==================== usb_fs_tx_framer
usb_fs_tx_framer/pinout.png
Scale: 4 px per um. Pins as bars across the die edge, other pins in grey.
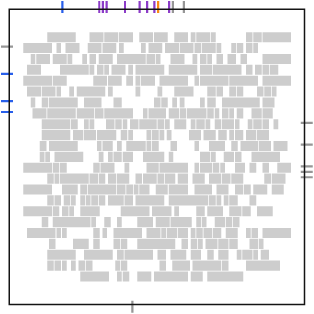
$ cat src/rtl/usb_fs_tx_framer.sv
// USB full-speed transmit framer: SYNC, PID, optional payload with CRC16, EOP.
// Bits are bit-stuffed and NRZI-encoded onto registered dp/dn levels.
module usb_fs_tx_framer (
  input  logic       clk,
  input  logic       reset,
  input  logic       bit_strobe,
  input  logic       pkt_start,
  input  logic [3:0] pid,
  input  logic       data_avail,
  output logic       data_get,
  input  logic [7:0] data,
  output logic       pkt_end,
  output logic       oe,
  output logic       dp,
  output logic       dn
);

  typedef enum logic [2:0] {StIdle, StSync, StPid, StData, StCrc, StEop} state_e;

  state_e      state_q, state_d;
  logic [3:0]  cnt_q, cnt_d;
  logic [7:0]  shift_q, shift_d;
  logic [2:0]  ones_q, ones_d;
  logic [15:0] crc_q, crc_d;
  logic [3:0]  pid_q, pid_d;
  logic        oe_q, oe_d;
  logic        dp_q, dp_d;
  logic        dn_q, dn_d;

  logic        stuff;
  logic        tx_bit;
  logic        tx_valid;
  logic        crc_en;
  logic        get_raw;
  logic        end_raw;

  // Next-state logic: one bit time is emitted per bit_strobe while a packet is active.
  always_comb begin
    state_d  = state_q;
    cnt_d    = cnt_q;
    shift_d  = shift_q;
    ones_d   = ones_q;
    crc_d    = crc_q;
    pid_d    = pid_q;
    oe_d     = oe_q;
    dp_d     = dp_q;
    dn_d     = dn_q;
    tx_bit   = 1'b0;
    tx_valid = 1'b0;
    crc_en   = 1'b0;
    get_raw  = 1'b0;
    end_raw  = 1'b0;
    // A pending stuff bit also precedes EOP when the final field bit completed a run of six.
    stuff = (ones_q == 3'd6) &&
            ((state_q == StPid) || (state_q == StData) || (state_q == StCrc) ||
             ((state_q == StEop) && (cnt_q == 4'd0)));

    unique case (state_q)
      StIdle: begin
        if (pkt_start) begin
          pid_d   = pid;
          crc_d   = 16'hFFFF;
          ones_d  = 3'd0;
          cnt_d   = 4'd0;
          state_d = StSync;
        end
      end
      StSync: begin
        if (bit_strobe) begin
          tx_valid = 1'b1;
          tx_bit   = (cnt_q == 4'd7);
          cnt_d    = cnt_q + 4'd1;
          if (cnt_q == 4'd7) begin
            cnt_d   = 4'd0;
            shift_d = {~pid_q, pid_q};
            state_d = StPid;
          end
        end
      end
      StPid: begin
        if (bit_strobe) begin
          tx_valid = 1'b1;
          if (!stuff) begin
            tx_bit  = shift_q[0];
            shift_d = shift_q >> 1;
            cnt_d   = cnt_q + 4'd1;
            if (cnt_q == 4'd7) begin
              cnt_d   = 4'd0;
              state_d = (pid_q[1:0] == 2'b11) ? StData : StEop;
            end
          end
        end
      end
      StData: begin
        if (bit_strobe) begin
          tx_valid = 1'b1;
          if (!stuff) begin
            if (cnt_q == 4'd0) begin
              // Byte boundary: either start the next byte or go straight into the CRC field
              // so no idle bit time is inserted.
              cnt_d = 4'd1;
              if (data_avail) begin
                get_raw = 1'b1;
                tx_bit  = data[0];
                shift_d = {1'b0, data[7:1]};
                crc_en  = 1'b1;
              end else begin
                tx_bit  = ~crc_q[0];
                state_d = StCrc;
              end
            end else begin
              tx_bit  = shift_q[0];
              shift_d = shift_q >> 1;
              crc_en  = 1'b1;
              cnt_d   = (cnt_q == 4'd7) ? 4'd0 : cnt_q + 4'd1;
            end
          end
        end
      end
      StCrc: begin
        if (bit_strobe) begin
          tx_valid = 1'b1;
          if (!stuff) begin
            tx_bit = ~crc_q[cnt_q];
            cnt_d  = cnt_q + 4'd1;
            if (cnt_q == 4'd15) begin
              cnt_d   = 4'd0;
              state_d = StEop;
            end
          end
        end
      end
      StEop: begin
        if (bit_strobe) begin
          if (stuff) begin
            tx_valid = 1'b1;
          end else if (cnt_q < 4'd2) begin
            dp_d  = 1'b0;
            dn_d  = 1'b0;
            cnt_d = cnt_q + 4'd1;
          end else if (cnt_q == 4'd2) begin
            dp_d  = 1'b1;
            dn_d  = 1'b0;
            cnt_d = 4'd3;
          end else begin
            oe_d    = 1'b0;
            dp_d    = 1'b1;
            dn_d    = 1'b0;
            cnt_d   = 4'd0;
            end_raw = 1'b1;
            state_d = StIdle;
          end
        end
      end
      default: state_d = StIdle;
    endcase

    // Shared bit path: ones counting and NRZI (0 toggles J/K, 1 holds).
    if (tx_valid) begin
      oe_d   = 1'b1;
      ones_d = tx_bit ? ones_q + 3'd1 : 3'd0;
      if (!tx_bit) begin
        dp_d = ~dp_q;
        dn_d = ~dn_q;
      end
    end

    // Reflected CRC16 (poly 0x8005) over payload bits only.
    if (crc_en) begin
      crc_d = {1'b0, crc_q[15:1]} ^ (((crc_q[0] ^ tx_bit) == 1'b1) ? 16'hA001 : 16'h0000);
    end

    data_get = get_raw & ~reset;
    pkt_end  = end_raw & ~reset;
  end

  // State register with synchronous reset to an idle J line.
  always_ff @(posedge clk) begin
    if (reset) begin
      state_q <= StIdle;
      cnt_q   <= 4'd0;
      shift_q <= 8'd0;
      ones_q  <= 3'd0;
      crc_q   <= 16'hFFFF;
      pid_q   <= 4'd0;
      oe_q    <= 1'b0;
      dp_q    <= 1'b1;
      dn_q    <= 1'b0;
    end else begin
      state_q <= state_d;
      cnt_q   <= cnt_d;
      shift_q <= shift_d;
      ones_q  <= ones_d;
      crc_q   <= crc_d;
      pid_q   <= pid_d;
      oe_q    <= oe_d;
      dp_q    <= dp_d;
      dn_q    <= dn_d;
    end
  end

  assign oe = oe_q;
  assign dp = dp_q;
  assign dn = dn_q;

endmodule
$ cat config.mk
export PLATFORM = sky130hd
export DESIGN_NAME = usb_fs_tx_framer
export DESIGN_NICKNAME = d
export VERILOG_FILES = /design/src/rtl/usb_fs_tx_framer.sv
export SDC_FILE = /design/constraint.sdc
export NUM_CORES = 1
export LEC_CHECK = 0
export ABC_AREA = 0
export CORE_MARGIN = 3
export CORE_UTILIZATION = 55
export CTS_CLUSTER_DIAMETER = 80
export DETAILED_ROUTE_END_ITERATION = 10
export GPL_TIMING_DRIVEN = 0
export HOLD_SLACK_MARGIN = 0.1
export PLACE_DENSITY = 0.77
export SYNTH_ARGS = -nofsm -noshare
export SYNTH_HDL_FRONTEND = slang
export SYNTH_SLANG_ARGS = --single-unit
export TNS_END_PERCENT = 30
$ cat constraint.sdc
create_clock -name clk -period 3.01 [get_ports clk]
set_clock_uncertainty 0.2 [all_clocks]
set_input_delay 0.7525 -clock clk [delete_from_list [all_inputs] [get_ports clk]]
set_output_delay 0.7525 -clock clk [all_outputs]
set_load 0.005 [all_outputs]
==> impl_metrics.ini <==
; physical design summary
[timing]
period_used_pct = 98.0
fin_hold_ws_ps = 278
drv_slew = 0
relSlewSlack_pct = 47.5
fin_crit_ps = 2950

[logic_synthesis]
top_logic_kind = simple AND/OR/NAND/NOR gates
fa_ha_area_share_pct = 2.00
ff_type = dfxtp_1
synth_area_um2 = 2500
synth-edff-count = 0
ys_warn_count = 0
xor_share_pct = 0.700

[run_status]
status = finished, final reports clean

[worst_setup_path]
critical_path.max_fanout = 10
cp_top_family = simple AND/OR/NAND/NOR gates
crit_cells = 9
critPathCaptureType = output pin

[die]
fp_util_pct = 59.5
core_area_um2 = 4200

[power]
pg_seq_mw = 0.576
power_frac_comb_pct = 21.1
top_power_group = registers
seqPwrFrac_pct = 46.6
p_per_area_nw_per_um2 = 418
p_int_mw = 0.880

[placement]
port_buffers = 20

[layout]
logic_area_um2 = 1580
comb_share_pct = 53.5
antenna_cells = 0
final_cell_area_um2 = 2960

[route]
vias_per_cell = 6.38
ant_nets = 0

[clock_tree]
numClockSinks = 41
cts_setup_buffers = 2
path_clk_slew_ps = 80

[global_route]
antenna_found_initial = 0
## Picture notes: usb_fs_tx_framer/pinout.png
port	colour	pins	direction	edge
reset	orange	1	input	north
data	purple	8	input	north
pid	blue	4	input	3 west, 1 north
all pins by edge	12 north, 5 east, 4 west, 1 south

registers in the layout, summed over array words and instances, names as in the netlist:
| register | cells |
|---|---|
| shift_q | 8 |
| oe | 1 |
| crc_q | 16 |
| pid_q | 4 |
| state_q | 3 |
| ones_q | 3 |
| cnt_q | 4 |
| dn | 1 |
| dp | 1 |
per-layer routing:
layer	routed length (um)	up-vias	share of wire [%]	global-route usage, %
met2	3090	100	46	40.5
met1	3110	1219	46	38.3
met3	452	8	6.7	4.79
met4	76	0	1.1	4.63
li1	-	1206	-	-
met5	0	-	0	0

==================== riscv_run_controller
===== src/rtl/riscv_run_pkg.sv =====
// Shared types and constants for the run controller: FSM state encoding
// and the exit code that counts as a successful halt.
package riscv_run_pkg;

  typedef enum logic [2:0] {
    ST_IDLE    = 3'd0,
    ST_RESET   = 3'd1,
    ST_RUN     = 3'd2,
    ST_PASS    = 3'd3,
    ST_FAIL    = 3'd4,
    ST_TIMEOUT = 3'd5
  } run_state_e;

  localparam logic [31:0] EXIT_PASS = 32'h0;

  // True in any terminal state, where results are held and a new run may start.
  function automatic logic is_done_state(input run_state_e s);
    return (s == ST_PASS) || (s == ST_FAIL) || (s == ST_TIMEOUT);
  endfunction

endpackage


===== src/rtl/riscv_halt_capture.sv =====
// Per-core sticky halt flag and exit-code register. The first halt seen
// while enabled is kept; later strobes from the same core are ignored.
module riscv_halt_capture
  import riscv_run_pkg::*;
(
  input  logic        i_clk,
  input  logic        i_rst,
  input  logic        i_clear,
  input  logic        i_en,
  input  logic        i_halt,
  input  logic [31:0] i_code,
  output logic        o_halted,
  output logic        o_fail
);

  logic        r_halted;
  logic [31:0] r_code;

  // Capture the first halt and its code; clear on reset or start of a new run.
  // NOTE: state registers use non-blocking assignments so every flop samples
  // the pre-edge values regardless of process ordering.
  always_ff @(posedge i_clk) begin
    if (i_rst || i_clear) begin
      r_halted <= 1'b0;
      r_code   <= '0;
    end else if (i_en && i_halt && !r_halted) begin
      r_halted <= 1'b1;
      r_code   <= i_code;
    end
  end

  assign o_halted = r_halted;
  assign o_fail   = r_halted && (r_code != EXIT_PASS);

endmodule


===== src/rtl/riscv_run_controller.sv =====
// Run controller: holds cores in reset, releases them for a bounded run,
// collects per-core halts and reports pass, fail or timeout.
module riscv_run_controller
  import riscv_run_pkg::*;
#(
  parameter int NUM_CORES    = 1,
  parameter int RESET_CYCLES = 4,
  parameter int MAX_CYCLES   = 200,
  parameter int CNT_W        = 32
) (
  input  logic                    i_clk,
  input  logic                    i_rst,
  input  logic                    i_start,
  input  logic                    i_abort,
  input  logic [NUM_CORES-1:0]    i_halt,
  input  logic [32*NUM_CORES-1:0] i_halt_code,
  output logic [NUM_CORES-1:0]    o_core_rstn,
  output logic                    o_busy,
  output logic                    o_done,
  output logic                    o_pass,
  output logic                    o_timeout,
  output logic [NUM_CORES-1:0]    o_fail_mask,
  output logic [NUM_CORES-1:0]    o_halted_mask,
  output logic [CNT_W-1:0]        o_cycles
);

  localparam int RC_W = (RESET_CYCLES > 1) ? $clog2(RESET_CYCLES) : 1;

  run_state_e           r_state;
  run_state_e           w_next;
  logic [RC_W-1:0]      r_rst_cnt;
  logic [CNT_W-1:0]     r_cycles;

  logic                 w_clear;
  logic                 w_rst_last;
  logic                 w_last_cycle;
  logic                 w_complete;
  logic                 w_any_fail;
  logic [NUM_CORES-1:0] w_halted;
  logic [NUM_CORES-1:0] w_fail;
  logic [NUM_CORES-1:0] w_new_fail;

  // A start is only accepted when no run is active.
  assign w_clear      = i_start && ((r_state == ST_IDLE) || is_done_state(r_state));
  assign w_rst_last   = (r_rst_cnt == RC_W'(RESET_CYCLES - 1));
  assign w_last_cycle = (r_cycles == CNT_W'(MAX_CYCLES - 1));

  genvar k;
  generate
    for (k = 0; k < NUM_CORES; k++) begin : g_core
      riscv_halt_capture u_cap (
        .i_clk    (i_clk),
        .i_rst    (i_rst),
        .i_clear  (w_clear),
        .i_en     (r_state == ST_RUN),
        .i_halt   (i_halt[k]),
        .i_code   (i_halt_code[32*k +: 32]),
        .o_halted (w_halted[k]),
        .o_fail   (w_fail[k])
      );
      // A halt arriving this cycle on a not-yet-halted core also decides the verdict.
      assign w_new_fail[k] = i_halt[k] && !w_halted[k] &&
                             (i_halt_code[32*k +: 32] != EXIT_PASS);
    end
  endgenerate

  assign w_complete = &(w_halted | i_halt);
  assign w_any_fail = |(w_fail | w_new_fail);

  // Next-state logic: abort beats completion, completion beats timeout.
  // NOTE: w_next gets a default before the case so no path leaves it
  // unassigned, which would otherwise infer a latch.
  always_comb begin
    w_next = r_state;
    case (r_state)
      ST_IDLE:  if (i_start) w_next = ST_RESET;
      ST_RESET: begin
        if (i_abort)         w_next = ST_IDLE;
        else if (w_rst_last) w_next = ST_RUN;
      end
      ST_RUN: begin
        if (i_abort)           w_next = ST_IDLE;
        else if (w_complete)   w_next = w_any_fail ? ST_FAIL : ST_PASS;
        else if (w_last_cycle) w_next = ST_TIMEOUT;
      end
      ST_PASS, ST_FAIL, ST_TIMEOUT: if (i_start) w_next = ST_RESET;
      default:  w_next = ST_IDLE;
    endcase
  end

  // State register.
  always_ff @(posedge i_clk) begin
    if (i_rst) r_state <= ST_IDLE;
    else       r_state <= w_next;
  end

  // Reset-hold counter: runs only while in RESET, zero otherwise.
  always_ff @(posedge i_clk) begin
    if (i_rst)                                   r_rst_cnt <= '0;
    else if ((r_state == ST_RESET) && !w_rst_last) r_rst_cnt <= r_rst_cnt + 1'b1;
    else                                         r_rst_cnt <= '0;
  end

  // RUN-cycle counter: cleared on start, frozen on abort and in every other state.
  always_ff @(posedge i_clk) begin
    if (i_rst || w_clear)                     r_cycles <= '0;
    else if ((r_state == ST_RUN) && !i_abort) r_cycles <= r_cycles + 1'b1;
  end

  assign o_core_rstn   = {NUM_CORES{r_state == ST_RUN}};
  assign o_busy        = (r_state == ST_RESET) || (r_state == ST_RUN);
  assign o_done        = is_done_state(r_state);
  assign o_pass        = (r_state == ST_PASS);
  assign o_timeout     = (r_state == ST_TIMEOUT);
  assign o_fail_mask   = w_fail;
  assign o_halted_mask = w_halted;
  assign o_cycles      = r_cycles;

endmodule


===== config.mk =====
export PLATFORM = sky130hd
export DESIGN_NAME = riscv_run_controller
export DESIGN_NICKNAME = d
export VERILOG_FILES = /design/src/rtl/riscv_run_pkg.sv /design/src/rtl/riscv_halt_capture.sv /design/src/rtl/riscv_run_controller.sv
export SDC_FILE = /design/constraint.sdc
export NUM_CORES = 1
export LEC_CHECK = 0
export CORE_UTILIZATION = 45
export DETAILED_ROUTE_END_ITERATION = 8
export PLACE_DENSITY_LB_ADDON = 0.08
export SETUP_SLACK_MARGIN = 0.02
export SLEW_MARGIN = 20
export SYNTH_ARGS = -nofsm -noshare
export SYNTH_HDL_FRONTEND = slang
export SYNTH_SLANG_ARGS = --single-unit

===== constraint.sdc =====
create_clock -name i_clk -period 2 [get_ports i_clk]
set_input_delay 0.2 -clock i_clk [delete_from_list [all_inputs] [get_ports i_clk]]
set_output_delay 0.2 -clock i_clk [all_outputs]
set_load 0.02 [all_outputs]

riscv_run_controller/clock_nets.png
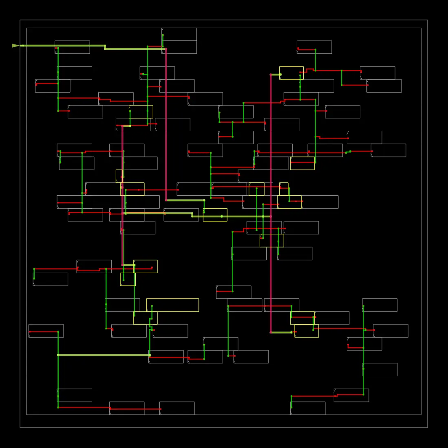
registers: 70
clock buffer count: 12

riscv_run_controller/pinout.png
Scale: 4 px per um. Pins as bars across the die edge, other pins in grey.
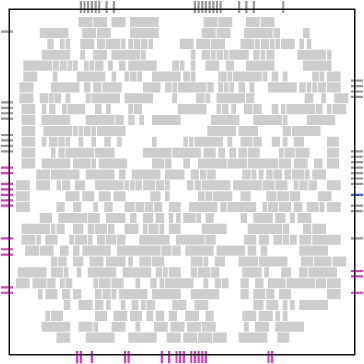
port	colour	pins	direction	edge
o_cycles	magenta	32	output	17 south, 12 west, 3 east
i_start	blue	1	input	east
all pins by edge	21 west, 20 north, 18 east, 17 south
Die H: 86.0 um
port buffer count: 75
chip width: 86.0 um

==> impl_metrics.ini <==
; physical design summary
[clock_tree]
h-tree-depth = 3
cts_buffers = 9
path_clk_slew_ps = 80

[layout]
comb_share_pct = 38.7
final-clk-cell-share_pct = 4.75
final_cell_area_um2 = 4370

[power]
peakVddDrop_mv = 0.380
clkPwrFrac_pct = 42.2
sw_frac_of_total_pct = 23.0

[worst_setup_path]
r2r-end = g_core[0].u_cap.r_code[22]$_SDFFE_PP0P_
worst_r2r_path_depth = 5
path_buffers = 1

[timing]
rsz0062_at_grt = no
fin_hold_ws_ps = 428
period_used_pct = 93.0
worstMarginPinSlew_ps = 382
hold_viol = 0
timing.fmax_ghz = 0.538
skew_ps = 13.2

[run_status]
status = finished, final reports clean

[die]
io_pins = 76

[global_route]
grtUsageMet1_pct = 31.2

[route]
vias_per_cell = 5.29
met2_length_um = 3400
top_layer = met4

[placement]
placed_area_um2 = 4150

[logic_synthesis]
synthCells = 389
==> kinds of logic (layout without fill, tap and decap cells) <==
kind of cell | count (synthesis) | count (layout) | share of synthesized area (%)
and+or+nand+nor | 212 | 212 | 34.7
DFF | 70 | 70 | 44.1
AOI/OAI and AO/OA | 55 | 55 | 9.70
xor gates and xnor gates | 27 | 27 | 7.45
buffers and inverters | 23 | 117 | 3.19
adders and majority gates | 2 | 2 | 0.788
==> worst min-delay path: cells and delay by family <==
| family | cells | cell delay (ps) |
|---|---|---|
| AND-OR/OR-AND | 1 | 50 |
| buffers and inverters | 1 | 420 |
| AND/OR/NAND/NOR | 1 | 60 |

==================== bist_response_analyzer
bist_response_analyzer/clock_nets.png
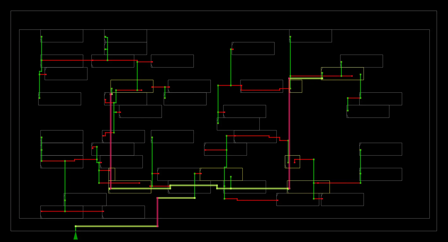
bist_response_analyzer/gates.png
Scale: 6 px per um.
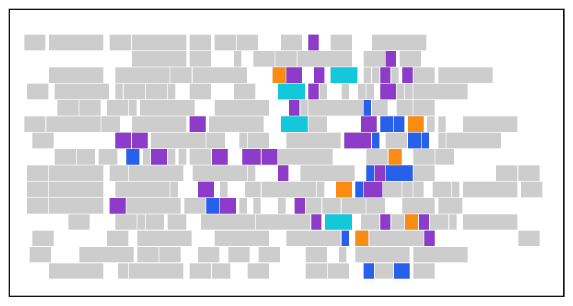
[src/rtl/bist_response_analyzer.sv]
// Memory BIST read checker: aligns issued reads with returning data, logs errors.
// Ports: clk, reset(n), start/rd_en/rd_addr/exp_data/last/rd_data in; status out.
module bist_response_analyzer #(
  parameter int a_width = 4,
  parameter int d_width = 8,
  parameter int RD_LAT  = 1,
  parameter int CNT_W   = 8
) (
  input  logic               clk,
  input  logic               reset,
  input  logic               start,
  input  logic               rd_en,
  input  logic [a_width-1:0] rd_addr,
  input  logic [d_width-1:0] exp_data,
  input  logic               last,
  input  logic [d_width-1:0] rd_data,
  output logic               busy,
  output logic               done,
  output logic               pass,
  output logic               fail_flag,
  output logic [a_width-1:0] first_fail_addr,
  output logic [d_width-1:0] first_fail_xor,
  output logic [CNT_W-1:0]   err_count
);

  typedef enum logic [1:0] {
    IDLE,
    RUN,
    DRAIN,
    DONE
  } state_t;

  state_t state;

  logic [RD_LAT-1:0]  pv;
  logic [a_width-1:0] pa [RD_LAT];
  logic [d_width-1:0] pe [RD_LAT];

  always_ff @(posedge clk or negedge reset) begin
    if (!reset) begin
      pv <= '0;
      for (int i = 0; i < RD_LAT; i++) begin
        pa[i] <= '0;
        pe[i] <= '0;
      end
    end else begin
      pv[0] <= rd_en & (state == RUN);
      pa[0] <= rd_addr;
      pe[0] <= exp_data;
      for (int i = 1; i < RD_LAT; i++) begin
        pv[i] <= pv[i-1];
        pa[i] <= pa[i-1];
        pe[i] <= pe[i-1];
      end
    end
  end

  logic               out_v;
  logic [a_width-1:0] out_a;
  logic [d_width-1:0] diff;
  logic               miss;
  logic [CNT_W-1:0]   err_nxt;
  logic               pend;

  assign out_v = pv[RD_LAT-1];
  assign out_a = pa[RD_LAT-1];
  assign diff  = rd_data ^ pe[RD_LAT-1];
  assign miss  = out_v && (diff != '0);

  assign err_nxt = (miss && (err_count != '1))
                 ? err_count + 1'b1 : err_count;

  // Entries still ahead of the output stage; the output stage itself
  // is compared on the same edge that leaves DRAIN.
  always_comb begin
    pend = 1'b0;
    for (int i = 0; i < RD_LAT - 1; i++) begin
      pend = pend | pv[i];
    end
  end

  always_ff @(posedge clk or negedge reset) begin
    if (!reset) begin
      state           <= IDLE;
      busy            <= 1'b0;
      done            <= 1'b0;
      pass            <= 1'b0;
      fail_flag       <= 1'b0;
      first_fail_addr <= '0;
      first_fail_xor  <= '0;
      err_count       <= '0;
    end else begin
      if (miss) begin
        err_count <= err_nxt;
        if (!fail_flag) begin
          fail_flag       <= 1'b1;
          first_fail_addr <= out_a;
          first_fail_xor  <= diff;
        end
      end
      unique case (state)
        IDLE, DONE: begin
          if (start) begin
            state           <= RUN;
            busy            <= 1'b1;
            done            <= 1'b0;
            pass            <= 1'b0;
            fail_flag       <= 1'b0;
            first_fail_addr <= '0;
            first_fail_xor  <= '0;
            err_count       <= '0;
          end
        end
        RUN: begin
          if (rd_en && last) begin
            state <= DRAIN;
          end
        end
        DRAIN: begin
          if (!pend) begin
            state <= DONE;
            busy  <= 1'b0;
            done  <= 1'b1;
            pass  <= (err_nxt == '0);
          end
        end
        default: state <= IDLE;
      endcase
    end
  end

endmodule

[config.mk]
export PLATFORM = sky130hd
export DESIGN_NAME = bist_response_analyzer
export DESIGN_NICKNAME = d
export VERILOG_FILES = /design/src/rtl/bist_response_analyzer.sv
export SDC_FILE = /design/constraint.sdc
export NUM_CORES = 1
export LEC_CHECK = 0
export CORE_ASPECT_RATIO = 0.5
export CORE_MARGIN = 1.5
export CORE_UTILIZATION = 45
export CTS_BUF_LIST = sky130_fd_sc_hd__clkbuf_16
export CTS_CLUSTER_DIAMETER = 80
export DETAILED_ROUTE_END_ITERATION = 8
export PLACE_DENSITY = 0.81
export SYNTH_ARGS = -nofsm -noshare
export SYNTH_HDL_FRONTEND = slang
export SYNTH_SLANG_ARGS = --single-unit
[constraint.sdc]
create_clock -name clk -period 3.9 [get_ports clk]
set_input_delay 0.975 -clock clk [delete_from_list [all_inputs] [get_ports clk]]
set_output_delay 0.975 -clock clk [all_outputs]
set_load 0.02 [all_outputs]
==> impl_metrics.ini <==
; physical design summary
[die]
rows = 15

[job]
drv_cap = 0

[power]
total_power_mw = 1.55
sw_frac_of_total_pct = 34.9

[global_route]
use_met2_pct = 32.4
grt_start_max_net_pins = 40
grt_usage_pct = 18.3
use_met3_pct = 4.60
grtUsageMet1_pct = 22.6

[route]
wl_met3_um = 152
dr.pass1.iters = 4
top_layer = met4
drt-met1-wl_um = 1570

[logic_synthesis]
top_logic_kind = simple AND/OR/NAND/NOR gates
yosysMostFrequentCell = dfrtp_1
area_leaders = dfrtp_1, xnor2_1, nor2_1, mux2i_1, a211oi_1
ff_type = dfrtp_1
ys_cells = 162

[placement]
gp_congestion = 0.790

[clock_tree]
cts-root-buf = clkbuf_16

[worst_setup_path]
critPathCaptureType = register

[layout]
comb_cells = 110

[run_status]
status = finished, final reports clean

[timing]
fin_crit_ps = 2680
worstMarginPinSlew_ps = 833
## Picture notes: bist_response_analyzer/clock_nets.png
clk_skew: 2.62 ps
TritonCTS buffer count: 5
Clock Latency Late Sink: 280 ps
Clk. pwr: 0.391 mW

## Picture notes: bist_response_analyzer/gates.png
family	colour	cells
fa/ha/maj cells	cyan	4
and/or cells	orange	6
aoi and oai cells	purple	29
nand cells	blue	14
Layout Cells excl Fill: 264
Comb/total area: 30.4%
most numerous logic cell after layout: clkdlybuf4s50_1

==> sequential cells by signal (all words and copies together), names as in the netlist <==
register,cells
out_v,1
done,1
busy,1
out_a,4
fail_flag,1
pass,1
pe,8
err_count,8
first_fail_xor,8
state,2
first_fail_addr,4
==> worst reg2reg max path, stage by stage, from the launching register on <==
cell and delay [ps]:
dfrtp_1 370, xnor2_1 230, nand4_1 180, o21ai_2 500, nor2_1 80, buf_4 220, a211oi_1 270

==================== three_way_switch
==> src/rtl/three_way_switch.sv <==
// three_way_switch: lamp output is the parity of three synchronized, debounced switch inputs.
// Latency: SYNC_STAGES + DEBOUNCE_CYCLES clk edges from a clean input change to f; free-running, no backpressure.
// Optional THREE_WAY_TOGGLE_CNT_EN adds toggle_cnt, a wrapping 16-bit count of f transitions since reset.
module three_way_switch #(
    parameter int SYNC_STAGES     = 2,
    parameter int DEBOUNCE_CYCLES = 4,
    parameter int CNT_W           = 16
) (
    input  logic        clk,
    input  logic        rst,
    input  logic        x1,
    input  logic        x2,
    input  logic        x3,
    output logic        f
`ifdef THREE_WAY_TOGGLE_CNT_EN
    ,
    output logic [15:0] toggle_cnt
`endif
);

    localparam logic [CNT_W-1:0] CNT_LAST = CNT_W'(DEBOUNCE_CYCLES - 1);
    localparam logic [CNT_W-1:0] CNT_ONE  = CNT_W'(1);

    logic [2:0]       sync_q [SYNC_STAGES];
    logic [2:0]       s;
    logic [2:0]       d_q;
    logic [2:0]       d_next;
    logic [CNT_W-1:0] cnt_q [3];
    logic [CNT_W-1:0] cnt_next [3];
    logic             f_next;

    assign s = sync_q[SYNC_STAGES-1];

    // Plain flop chain per input; bit i of each stage belongs to one switch.
    always_ff @(posedge clk or posedge rst) begin
        if (rst) begin
            for (int i = 0; i < SYNC_STAGES; i++) begin
                sync_q[i] <= '0;
            end
        end else begin
            sync_q[0] <= {x3, x2, x1};
            for (int i = 1; i < SYNC_STAGES; i++) begin
                sync_q[i] <= sync_q[i-1];
            end
        end
    end

    always_comb begin
        d_next = d_q;
        for (int i = 0; i < 3; i++) begin
            cnt_next[i] = '0;
            if (s[i] != d_q[i]) begin
                if (cnt_q[i] == CNT_LAST) begin
                    d_next[i] = s[i];
                end else begin
                    cnt_next[i] = cnt_q[i] + CNT_ONE;
                end
            end
        end
        // f is registered from the accepted values so it moves on the same edge as d.
        f_next = ^d_next;
    end

    always_ff @(posedge clk or posedge rst) begin
        if (rst) begin
            d_q <= '0;
            f   <= 1'b0;
            for (int i = 0; i < 3; i++) begin
                cnt_q[i] <= '0;
            end
        end else begin
            d_q <= d_next;
            f   <= f_next;
            for (int i = 0; i < 3; i++) begin
                cnt_q[i] <= cnt_next[i];
            end
        end
    end

`ifdef THREE_WAY_TOGGLE_CNT_EN
    always_ff @(posedge clk or posedge rst) begin
        if (rst) begin
            toggle_cnt <= '0;
        end else if (f_next != f) begin
            toggle_cnt <= toggle_cnt + 16'd1;
        end
    end
`endif

endmodule

==> config.mk <==
export PLATFORM = sky130hd
export DESIGN_NAME = three_way_switch
export DESIGN_NICKNAME = d
export VERILOG_FILES = /design/src/rtl/three_way_switch.sv
export SDC_FILE = /design/constraint.sdc
export NUM_CORES = 1
export LEC_CHECK = 0
export ABC_AREA = 0
export CORE_ASPECT_RATIO = 2
export CORE_MARGIN = 10
export CORE_UTILIZATION = 55
export CTS_CLUSTER_DIAMETER = 120
export DETAILED_ROUTE_END_ITERATION = 10
export GPL_TIMING_DRIVEN = 0
export PLACE_DENSITY = 0.8
export SLEW_MARGIN = 5
export SYNTH_ARGS = -nofsm -noshare
export SYNTH_HDL_FRONTEND = slang
export SYNTH_SLANG_ARGS = --single-unit
==> constraint.sdc <==
create_clock -name clk -period 1.6 [get_ports clk]
set_input_delay 0.24 -clock clk [delete_from_list [all_inputs] [get_ports clk]]
set_output_delay 0.24 -clock clk [all_outputs]
set_load 0.01 [all_outputs]
three_way_switch/layers.png
Scale: 3 px per um. Two of the layers only.
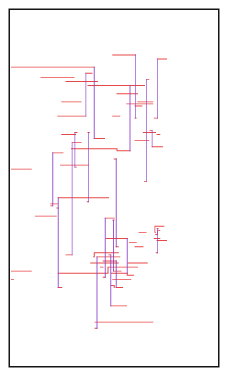
layer	colour	wire length
M4	purple	395 um
M3	red	374 um
routed via count: 2412
GRT Overall Usage: 15.0%
Avg WL per Cell: 20.7 um
Routed WL: 7870 um

three_way_switch/m4.png
Scale: 4 px per um.
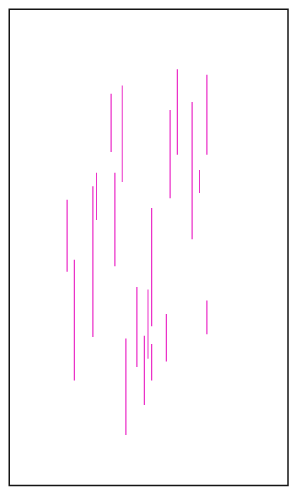
share of all routed wire	5.0%
longest straight run	37.4 um

==> impl_metrics.ini <==
; physical design summary
[die]
die_w_um = 69.3
io_pins = 6

[clock_tree]
cts_hold_buf = 0
h-tree-depth = 3

[logic_synthesis]
fa_ha_area_share_pct = 1.40
ys_seq_share_pct = 54.2

[timing]
fin_ws_ps = -283
setup_viol = 32

[layout]
seq_area_um2 = 1470
final_cell_mix = dfrtp_1, buf_4, nor2_1, xor2_1, dfrtp_2
antenna_cells = 0
top_register = cnt_q
comb_share_pct = 38.8

[global_route]
use_met3_pct = 4.44
grt_pass1_wl_um = 10300

[run_status]
violations = negative setup slack
status = finished with violations

[power]
p_switching_mw = 1.51
p_comb_mw = 1.69

[worst_setup_path]
critPathArrivalTime_ps = 2100
[worst min-delay path by stage]
stage | slack, ps | endpoint | from
2_1_floorplan | 270 | sync_q[3]$_DFF_PP0_ | x1
3_3_place_gp | 330 | s[2]$_DFF_PP0_ | sync_q[5]$_DFF_PP0_
3_5_place_dp | 340 | s[2]$_DFF_PP0_ | sync_q[5]$_DFF_PP0_
4_1_cts | 320 | sync_q[3]$_DFF_PP0_ | x1
5_1_grt | 250 | cnt_q[29]$_DFF_PP0_ | rst
6_report | 230 | cnt_q[29]$_DFF_PP0_ | rst


## Gallery

Gate-type map.
Scale: 4 px per um.
image #1
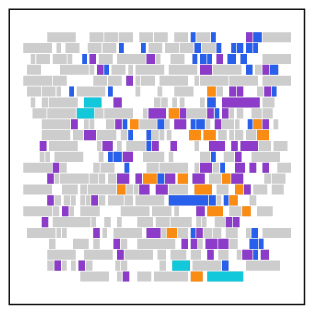
image #2
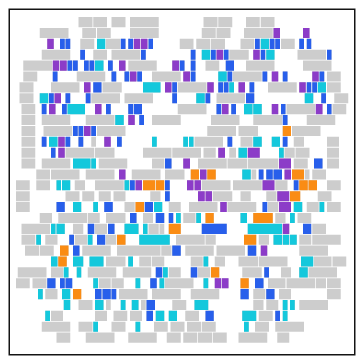
image #3
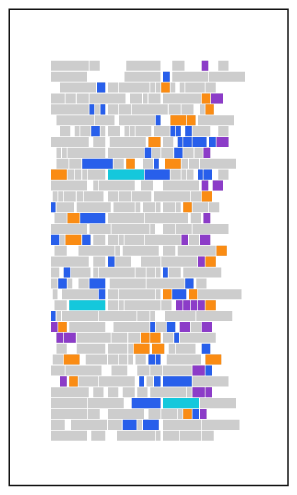
| picture | from |
|---|---|
| image #3 | three_way_switch |
| image #1 | usb_fs_tx_framer |
| image #2 | riscv_run_controller |
The one with the most cells is image #2.
The one with the smallest die is image #1.

Power and IR drop assume default switching activity.
